# ---- mul_pipe_param ----
Fig. 1: mul_pipe_param, clock wires, drivers and flops
Scale bar: 100 um.
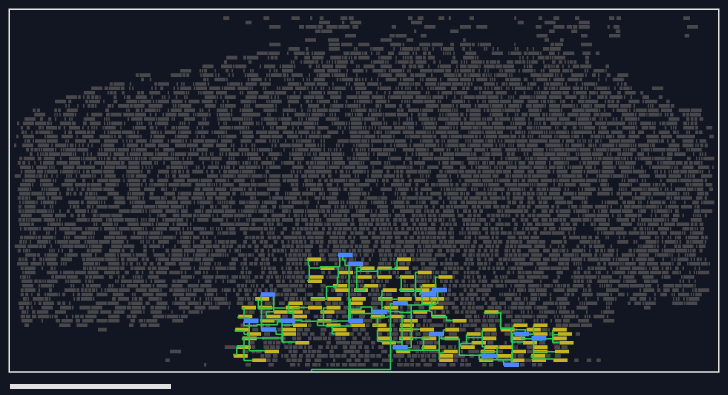
Fig. 2: mul_pipe_param, routed metal, one color a layer
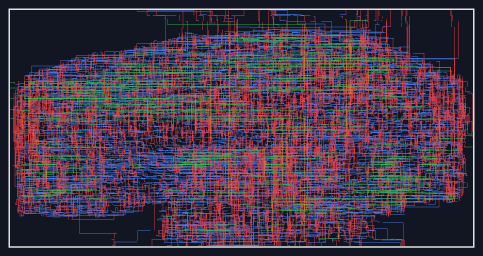
File: config.mk
export PLATFORM = sky130hd
export DESIGN_NAME = mul_pipe_param
export DESIGN_NICKNAME = d
export VERILOG_FILES = /design/src/rtl/mul_pipe_param.sv
export SDC_FILE = /design/constraint.sdc
export NUM_CORES = 2
export LEC_CHECK = 0
export CELL_PAD_IN_SITES_DETAIL_PLACEMENT = 0
export CELL_PAD_IN_SITES_GLOBAL_PLACEMENT = 1
export CORE_AREA = 2 2 437 222
export CTS_BUF_LIST = sky130_fd_sc_hd__clkbuf_16
export DETAILED_ROUTE_END_ITERATION = 16
export DIE_AREA = 0 0 439 224
export PLACE_DENSITY = 0.81
export SLEW_MARGIN = 20
export SYNTH_ARGS = -nofsm -noshare
export SYNTH_HDL_FRONTEND = slang
export SYNTH_SLANG_ARGS = --single-unit
File: constraint.sdc
create_clock -name clk -period 1.35 [get_ports clk]
set_input_delay 0.135 -clock clk [delete_from_list [all_inputs] [get_ports clk]]
set_output_delay 0.135 -clock clk [all_outputs]
set_load 0.02 [all_outputs]
File: src/rtl/mul_pipe_param.sv
// RISC-V M-extension multiplier pipeline with configurable width and depth.
// Supports stall and kill, answers hazard queries on in-flight destinations, and reports occupancy.
module mul_pipe_param #(
  parameter int XLEN   = 32,
  parameter int STAGES = 3,
  parameter int TAG_W  = 5
) (
  input  logic                          clk,
  input  logic                          rst,
  input  logic                          in_valid,
  input  logic [1:0]                    in_op,
  input  logic [XLEN-1:0]               in_a,
  input  logic [XLEN-1:0]               in_b,
  input  logic [TAG_W-1:0]              in_rd,
  output logic                          in_ready,
  input  logic                          stall_in,
  input  logic                          kill_in,
  output logic                          out_valid,
  output logic [XLEN-1:0]               out_result,
  output logic [TAG_W-1:0]              out_rd,
  input  logic [TAG_W-1:0]              q_rs1,
  input  logic [TAG_W-1:0]              q_rs2,
  output logic                          q_hit1,
  output logic                          q_hit2,
  output logic [$clog2(STAGES+1)-1:0]   count,
  output logic                          busy
);

  localparam int CW = $clog2(STAGES+1);

  logic [STAGES-1:0] vld_q, vld_d;
  logic [XLEN-1:0]   res_q [STAGES];
  logic [TAG_W-1:0]  rd_q  [STAGES];
  logic [CW-1:0]     count_q, count_d;

  logic              sgn_a, sgn_b, accept, leave;
  logic [2*XLEN-1:0] a_w, b_w, prod;
  logic [XLEN-1:0]   res_d;

  // Sign-extending both operands straight to 2*XLEN and keeping only the low
  // 2*XLEN product bits equals the low bits of the full (XLEN+1)-bit signed product.
  always_comb begin
    sgn_a = (in_op == 2'd1) || (in_op == 2'd2);
    sgn_b = (in_op == 2'd1);
    a_w   = {{XLEN{sgn_a & in_a[XLEN-1]}}, in_a};
    b_w   = {{XLEN{sgn_b & in_b[XLEN-1]}}, in_b};
    prod  = a_w * b_w;
    res_d = (in_op == 2'd0) ? prod[XLEN-1:0] : prod[2*XLEN-1:XLEN];
  end

  always_comb begin
    accept   = in_valid & ~stall_in & ~kill_in;
    leave    = vld_q[STAGES-1] & ~stall_in;
    vld_d    = vld_q;
    vld_d[0] = accept;
    for (int unsigned i = 1; i < STAGES; i++) vld_d[i] = vld_q[i-1];
    count_d  = kill_in ? '0 : count_q + CW'(accept) - CW'(leave);
  end

  always_ff @(posedge clk or negedge rst) begin
    if (!rst) begin
      vld_q   <= '0;
      count_q <= '0;
      for (int unsigned i = 0; i < STAGES; i++) begin
        res_q[i] <= '0;
        rd_q[i]  <= '0;
      end
    end else begin
      count_q <= count_d;
      if (kill_in)       vld_q <= '0;
      else if (!stall_in) vld_q <= vld_d;
      if (!stall_in) begin
        res_q[0] <= res_d;
        rd_q[0]  <= in_rd;
        for (int unsigned i = 1; i < STAGES; i++) begin
          res_q[i] <= res_q[i-1];
          rd_q[i]  <= rd_q[i-1];
        end
      end
    end
  end

  always_comb begin
    q_hit1 = 1'b0;
    q_hit2 = 1'b0;
    for (int unsigned i = 0; i < STAGES; i++) begin
      q_hit1 = q_hit1 | (vld_q[i] & (rd_q[i] == q_rs1) & (rd_q[i] != '0));
      q_hit2 = q_hit2 | (vld_q[i] & (rd_q[i] == q_rs2) & (rd_q[i] != '0));
    end
  end

  assign in_ready   = ~stall_in;
  assign out_valid  = vld_q[STAGES-1];
  assign out_result = res_q[STAGES-1];
  assign out_rd     = rd_q[STAGES-1];
  assign count      = count_q;
  assign busy       = (count_q != '0);

endmodule

==> impl_metrics.csv <==
group,metric,value,unit
outcome,status,"complete, but fails checks",
outcome,violations,"negative setup slack",
place,port_buffers,129,
final_timing,fmax,0.135,GHz
setup_path,reg2regPathDepth,8,
setup_path,critPathMaxStageDelay,0.56,ns
synthesis,synth.cell_area,43200,um2
route,maxUsedRoutingLayer,"met4",
final_timing,setup_viol,36,
grt,gr-usage-met3,5.18,%
synthesis,top_area_cell,"fa_1",
synthesis,edf_count,0,
setup_path,r2r_start,"vld_q[2]",
grt,grt_max_degree,67,
synthesis,synthTopCellsByArea,"fa_1, inv_1, nand2_1, dfrtp_1, ha_1",
synthesis,numSynthFlops,116,
cells_and_area,seq_cell_count,116,
final_timing,finalCritPeriodShare,548,%
route,wl_per_cell,19.9,um
cells_and_area,mostFrequentLayoutCells,"inv_1, fa_1, nand2_1",
min_path,worstHoldStart,"stall_in",
final_timing,hold_slack,0.0787,ns
grt,grt_first_pass_wirelength,206000,um
setup_path,reg2reg_slack,-0.26,ns
final_timing,fin_ws,-6.04,ns
synthesis,synth_top_area_share,52.1,%
place,gp_congestion,0.953,
setup_path,start_kind,"input port",
clock_tree,h-tree-depth,4,
min_path,hold-path-cell-count,2,
About Fig. 1:
[blue] clock drivers | count: 17
[green] clock wires | length: 1490 um
[yellow] flip-flops | count: 116
routed clock nets	18
Layout Skew: 0.00718 ns
Latency at later pin: 0.42 ns

About Fig. 2:
color	layer	wire length
blue	metal 1	61.2 mm
green	metal 3	13800 um
orange	metal 4	1410 um
red	metal 2	54.0 mm

[critical path, delay by kind of cell]
| kind | cells | cell delay [ns] |
|---|---|---|
| adder cells (fa/ha/maj) | 9 | 4.42 |
| buffers and inverters | 8 | 0.69 |
| AND/OR/NAND/NOR | 4 | 0.69 |
| XOR/XNOR | 1 | 0.17 |
| AND-OR/OR-AND | 7 | 1.57 |
[cells by family (layout without fill, tap and decap cells)]
family | after synthesis | count (layout) | share of synthesized area [%]
fa+ha+maj | 1341 | 1341 | 58.4
flops | 116 | 116 | 6.72
simple gates | 1294 | 1294 | 13.6
compound gates | 272 | 272 | 3.91
mux | 81 | 81 | 2.09
buf+inv | 1485 | 2086 | 13.2
xor+xnor | 102 | 102 | 2.07
other cells | 0 | 1 | 0
[sequential cells by signal, indices dropped and copies added (netlist names)]
signal      count
res_q          64
out_rd          5
vld_q           3
count           2
rd_q           10
out_result     32

# ---- id_ex_stage ----
==> src/rtl/id_ex_stage.sv <==
// ID/EX pipeline register: captures control bundle and operands, detects load-use hazards
// against EX and stalls PC/IF-ID for one cycle while inserting a bubble; EX flushes also bubble.
// Latency 1 cycle; o_stall is combinational from EX state and ID inputs.
module id_ex_stage #(
    parameter int XLEN  = 32,
    parameter int CNT_W = 16
) (
    input  logic             i_clk,
    input  logic             i_rst,
    input  logic             i_valid,
    input  logic [31:0]      i_instr,
    input  logic [XLEN-1:0]  i_pc,
    input  logic [XLEN-1:0]  i_rs1_data,
    input  logic [XLEN-1:0]  i_rs2_data,
    input  logic [XLEN-1:0]  i_imm,
    input  logic             i_pc_sel,
    input  logic             i_rd_wren,
    input  logic             i_br_un,
    input  logic             i_opa_sel,
    input  logic             i_opb_sel,
    input  logic             i_mem_wren,
    input  logic [3:0]       i_alu_op,
    input  logic [1:0]       i_wb_sel,
    input  logic [3:0]       i_lsu_op,
    input  logic             i_flush,
    output logic             o_stall,
    output logic             o_valid,
    output logic [XLEN-1:0]  o_pc,
    output logic [XLEN-1:0]  o_rs1_data,
    output logic [XLEN-1:0]  o_rs2_data,
    output logic [XLEN-1:0]  o_imm,
    output logic [4:0]       o_rd,
    output logic [4:0]       o_rs1,
    output logic [4:0]       o_rs2,
    output logic             o_pc_sel,
    output logic             o_rd_wren,
    output logic             o_br_un,
    output logic             o_opa_sel,
    output logic             o_opb_sel,
    output logic             o_mem_wren,
    output logic [3:0]       o_alu_op,
    output logic [1:0]       o_wb_sel,
    output logic [3:0]       o_lsu_op,
    output logic [CNT_W-1:0] o_stall_cnt
);

    localparam logic [4:0] OP_LUI    = 5'b01101;
    localparam logic [4:0] OP_AUIPC  = 5'b00101;
    localparam logic [4:0] OP_JAL    = 5'b11011;
    localparam logic [4:0] OP_R      = 5'b01100;
    localparam logic [4:0] OP_STORE  = 5'b01000;
    localparam logic [4:0] OP_BRANCH = 5'b11000;
    localparam logic [1:0] WB_LSU    = 2'b01;
    localparam logic [3:0] LSU_RST   = 4'b0100;

    logic [4:0] opcode, id_rs1, id_rs2, id_rd;
    logic       uses_rs1, uses_rs2, hazard;
    logic       unused_instr_bits;

    logic             valid_q, valid_d;
    logic [XLEN-1:0]  pc_q, pc_d, rs1_data_q, rs1_data_d, rs2_data_q, rs2_data_d, imm_q, imm_d;
    logic [4:0]       rd_q, rd_d, rs1_q, rs1_d, rs2_q, rs2_d;
    logic             pc_sel_q, pc_sel_d, rd_wren_q, rd_wren_d, br_un_q, br_un_d;
    logic             opa_sel_q, opa_sel_d, opb_sel_q, opb_sel_d, mem_wren_q, mem_wren_d;
    logic [3:0]       alu_op_q, alu_op_d, lsu_op_q, lsu_op_d;
    logic [1:0]       wb_sel_q, wb_sel_d;
    logic [CNT_W-1:0] stall_cnt_q, stall_cnt_d;

    assign opcode            = i_instr[6:2];
    assign id_rs1            = i_instr[19:15];
    assign id_rs2            = i_instr[24:20];
    assign id_rd             = i_instr[11:7];
    assign unused_instr_bits = ^{i_instr[31:25], i_instr[14:12], i_instr[1:0]};

    assign uses_rs1 = (opcode != OP_LUI) && (opcode != OP_AUIPC) && (opcode != OP_JAL);
    assign uses_rs2 = (opcode == OP_R) || (opcode == OP_STORE) || (opcode == OP_BRANCH);

    // Only a load sitting in EX can produce a use-too-early dependency.
    assign hazard = i_valid && valid_q && rd_wren_q && (wb_sel_q == WB_LSU) && (rd_q != 5'd0) &&
                    ((uses_rs1 && (rd_q == id_rs1)) || (uses_rs2 && (rd_q == id_rs2)));
    assign o_stall = hazard && !i_flush;

    always_comb begin
        pc_d       = pc_q;
        rs1_data_d = rs1_data_q;
        rs2_data_d = rs2_data_q;
        imm_d      = imm_q;
        valid_d    = 1'b0;
        rd_d       = 5'd0;
        rs1_d      = 5'd0;
        rs2_d      = 5'd0;
        pc_sel_d   = 1'b0;
        rd_wren_d  = 1'b0;
        br_un_d    = 1'b0;
        opa_sel_d  = 1'b0;
        opb_sel_d  = 1'b1;
        mem_wren_d = 1'b0;
        alu_op_d   = 4'b0000;
        wb_sel_d   = 2'b00;
        lsu_op_d   = LSU_RST;
        if (!i_flush && !hazard && i_valid) begin
            pc_d       = i_pc;
            rs1_data_d = i_rs1_data;
            rs2_data_d = i_rs2_data;
            imm_d      = i_imm;
            valid_d    = 1'b1;
            rd_d       = id_rd;
            rs1_d      = id_rs1;
            rs2_d      = id_rs2;
            pc_sel_d   = i_pc_sel;
            rd_wren_d  = i_rd_wren;
            br_un_d    = i_br_un;
            opa_sel_d  = i_opa_sel;
            opb_sel_d  = i_opb_sel;
            mem_wren_d = i_mem_wren;
            alu_op_d   = i_alu_op;
            wb_sel_d   = i_wb_sel;
            lsu_op_d   = i_lsu_op;
        end
    end

    always_comb begin
        stall_cnt_d = stall_cnt_q;
        if (o_stall && (stall_cnt_q != {CNT_W{1'b1}})) begin
            stall_cnt_d = stall_cnt_q + CNT_W'(1);
        end
    end

    always_ff @(posedge i_clk or posedge i_rst) begin
        if (i_rst) begin
            valid_q     <= 1'b0;
            pc_q        <= '0;
            rs1_data_q  <= '0;
            rs2_data_q  <= '0;
            imm_q       <= '0;
            rd_q        <= 5'd0;
            rs1_q       <= 5'd0;
            rs2_q       <= 5'd0;
            pc_sel_q    <= 1'b0;
            rd_wren_q   <= 1'b0;
            br_un_q     <= 1'b0;
            opa_sel_q   <= 1'b0;
            opb_sel_q   <= 1'b1;
            mem_wren_q  <= 1'b0;
            alu_op_q    <= 4'b0000;
            wb_sel_q    <= 2'b00;
            lsu_op_q    <= LSU_RST;
            stall_cnt_q <= '0;
        end else begin
            valid_q     <= valid_d;
            pc_q        <= pc_d;
            rs1_data_q  <= rs1_data_d;
            rs2_data_q  <= rs2_data_d;
            imm_q       <= imm_d;
            rd_q        <= rd_d;
            rs1_q       <= rs1_d;
            rs2_q       <= rs2_d;
            pc_sel_q    <= pc_sel_d;
            rd_wren_q   <= rd_wren_d;
            br_un_q     <= br_un_d;
            opa_sel_q   <= opa_sel_d;
            opb_sel_q   <= opb_sel_d;
            mem_wren_q  <= mem_wren_d;
            alu_op_q    <= alu_op_d;
            wb_sel_q    <= wb_sel_d;
            lsu_op_q    <= lsu_op_d;
            stall_cnt_q <= stall_cnt_d;
        end
    end

    assign o_valid     = valid_q;
    assign o_pc        = pc_q;
    assign o_rs1_data  = rs1_data_q;
    assign o_rs2_data  = rs2_data_q;
    assign o_imm       = imm_q;
    assign o_rd        = rd_q;
    assign o_rs1       = rs1_q;
    assign o_rs2       = rs2_q;
    assign o_pc_sel    = pc_sel_q;
    assign o_rd_wren   = rd_wren_q;
    assign o_br_un     = br_un_q;
    assign o_opa_sel   = opa_sel_q;
    assign o_opb_sel   = opb_sel_q;
    assign o_mem_wren  = mem_wren_q;
    assign o_alu_op    = alu_op_q;
    assign o_wb_sel    = wb_sel_q;
    assign o_lsu_op    = lsu_op_q;
    assign o_stall_cnt = stall_cnt_q;

endmodule

==> config.mk <==
export PLATFORM = sky130hd
export DESIGN_NAME = id_ex_stage
export DESIGN_NICKNAME = d
export VERILOG_FILES = /design/src/rtl/id_ex_stage.sv
export SDC_FILE = /design/constraint.sdc
export NUM_CORES = 1
export LEC_CHECK = 0
export CAP_MARGIN = 20
export CORE_ASPECT_RATIO = 0.8
export CORE_MARGIN = 1
export CORE_UTILIZATION = 35
export DETAILED_ROUTE_END_ITERATION = 10
export PLACE_DENSITY = 0.68
export SLEW_MARGIN = 20
export SYNTH_ARGS = -nofsm -noshare
export SYNTH_HDL_FRONTEND = slang
export SYNTH_SLANG_ARGS = --single-unit
==> constraint.sdc <==
create_clock -name i_clk -period 8.2 [get_ports i_clk]
set_clock_uncertainty 0.05 [all_clocks]
set_input_delay 0.82 -clock i_clk [delete_from_list [all_inputs] [get_ports i_clk]]
set_output_delay 0.82 -clock i_clk [all_outputs]
set_load 0.005 [all_outputs]
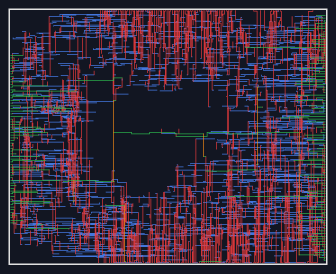
Fig. 3. Routed metal, one color a layer (id_ex_stage).
color	layer	wire length
orange	metal 4	195 um
green	metal 3	1380 um
red	metal 2	9970 um
blue	metal 1	8520 um
DR WL/cell: 19.0 um
Overall Global Routing Usage: 18.8%
final wirelength: 20100 um
via count: 4862

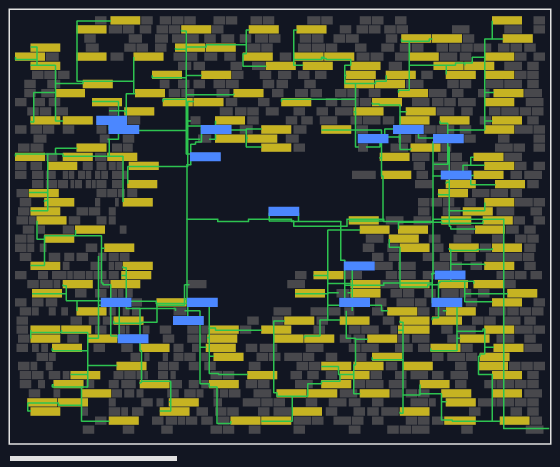
Fig. 4. Clock wires, drivers and flops (id_ex_stage).
Scale bar: 50 um.
[yellow] flip-flops | count: 176
[blue] clock drivers | count: 17
[green] clock wires | length: 2360 um
flops lie	spread over the die

==> impl_metrics.csv <==
group,metric,value,unit
outcome,status,"finished clean",
route,drt_iter0_markers,180,
grt,globalRouteOverflowTotal,0,
grt,top_usage_layer,"met2",
setup_path,timing.critical_path.from,"i_instr[6]",
final_timing,tightest_slew,0.989,ns
route,met2_length,9970,um
place,hpwl,14500,um
synthesis,synth_top_area_share,61.2,%
synthesis,xor_area_share,2.95,%
setup_path,reg2regPathDepth,7,
synthesis,ys_sh_adder,0.176,%
cells_and_area,finish.instance_area,11300,um2
pwr,p_sw_share,25.3,%
flow_run,tool_warnings,40,
final_timing,finalMaxSlewViolations,0,
grt,grt_first_pass_wirelength,29600,um
place,gp_congestion,0.843,
route,maxUsedRoutingLayer,"met4",
final_timing,finalCritPeriodShare,52.1,%
clock_tree,clk_latency,0.42,ns
setup_path,crit_required,8.46,ns
synthesis,ys.flop_type,"dfrtp_1",
place,place_ws,3.53,ns
pwr,power_frac_comb,21.5,%
pwr,clock_power_share,34.6,%
synthesis,edf_count,0,
floorplanning,rows,46,
final_timing,hold_slack,0.454,ns
setup_path,worstSetupPathDepth,8,
cells_and_area,antenna_cells,0,
floorplanning,initCoreUtil,35.9,%
synthesis,synthCells,439,
final_timing,setup_viol,0,
grt,grt_max_degree,107,
route,drc_errors,0,
grt,antenna_found_initial,0,
pwr,seq_power_share,44.0,%
synthesis,synthTopCellsByArea,"dfrtp_1, mux2_4, mux2_2, and3_1, xnor2_1",
synthesis,floorplan.nets,620,
-- cell type report --
cell class	count	area (um2)
Clock buffer	18	439
Tap cell	264	330
Multi-Input combinational cell	237	2530
Fill cell	1586	8510
Sequential cell	176	4410
Inverter	2	12.5
Clock inverter	14	140
Timing Repair Buffer	347	3480
-- layout by cell type, fill, tap and decap left out, types with 3 or more instances in the layout --
cell             synthesis  layout
and3_1                  34      34
and4_1                   6       6
clkbuf_16                0      17
clkdlybuf4s50_1          0     344
clkinv_4                 0       3
dfrtp_1                174     174
inv_6                    0       4
inv_8                    0       5
mux2_2                  42      42
mux2_4                  87      87
nand3_1                  9       9
nand4_1                  8       8
nor2_1                   3       3
nor2b_1                  3       3
nor3_1                   3       3
xnor2_1                 16      16
xor2_1                   8       8
-- power by group through the flow --
stage	Sequential [mW]	Combinational (mW)	Clock [mW]
6_report	1.02	0.498	0.803
3_3_place_gp	1.03	0.495	0
4_1_cts	1.02	0.506	0.822
2_1_floorplan	1.04	0.169	0
5_1_grt	1.03	0.526	0.861
3_5_place_dp	1.04	0.502	0
-- per-stage QoR --
step,std cells,utilization [%]
floorplan,439,-
global placement,1026,54.2
detailed placement,1026,54.2
CTS,1058,57.1
global route,1058,57.1
finish,1058,57.1


==> screenshots <==
Gate-type map.
picture 1
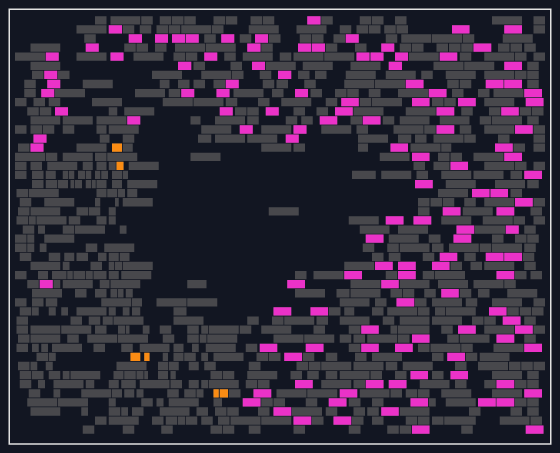
picture 2
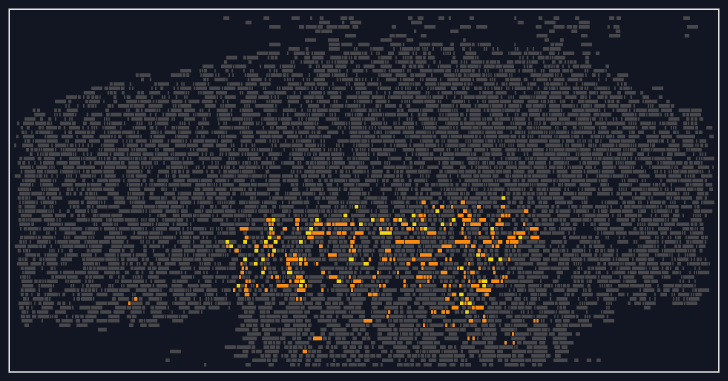
id_ex_stage: picture 1
mul_pipe_param: picture 2
Of these, most cells: picture 2

No activity file was given, so power comes from the tool's default toggle rates.
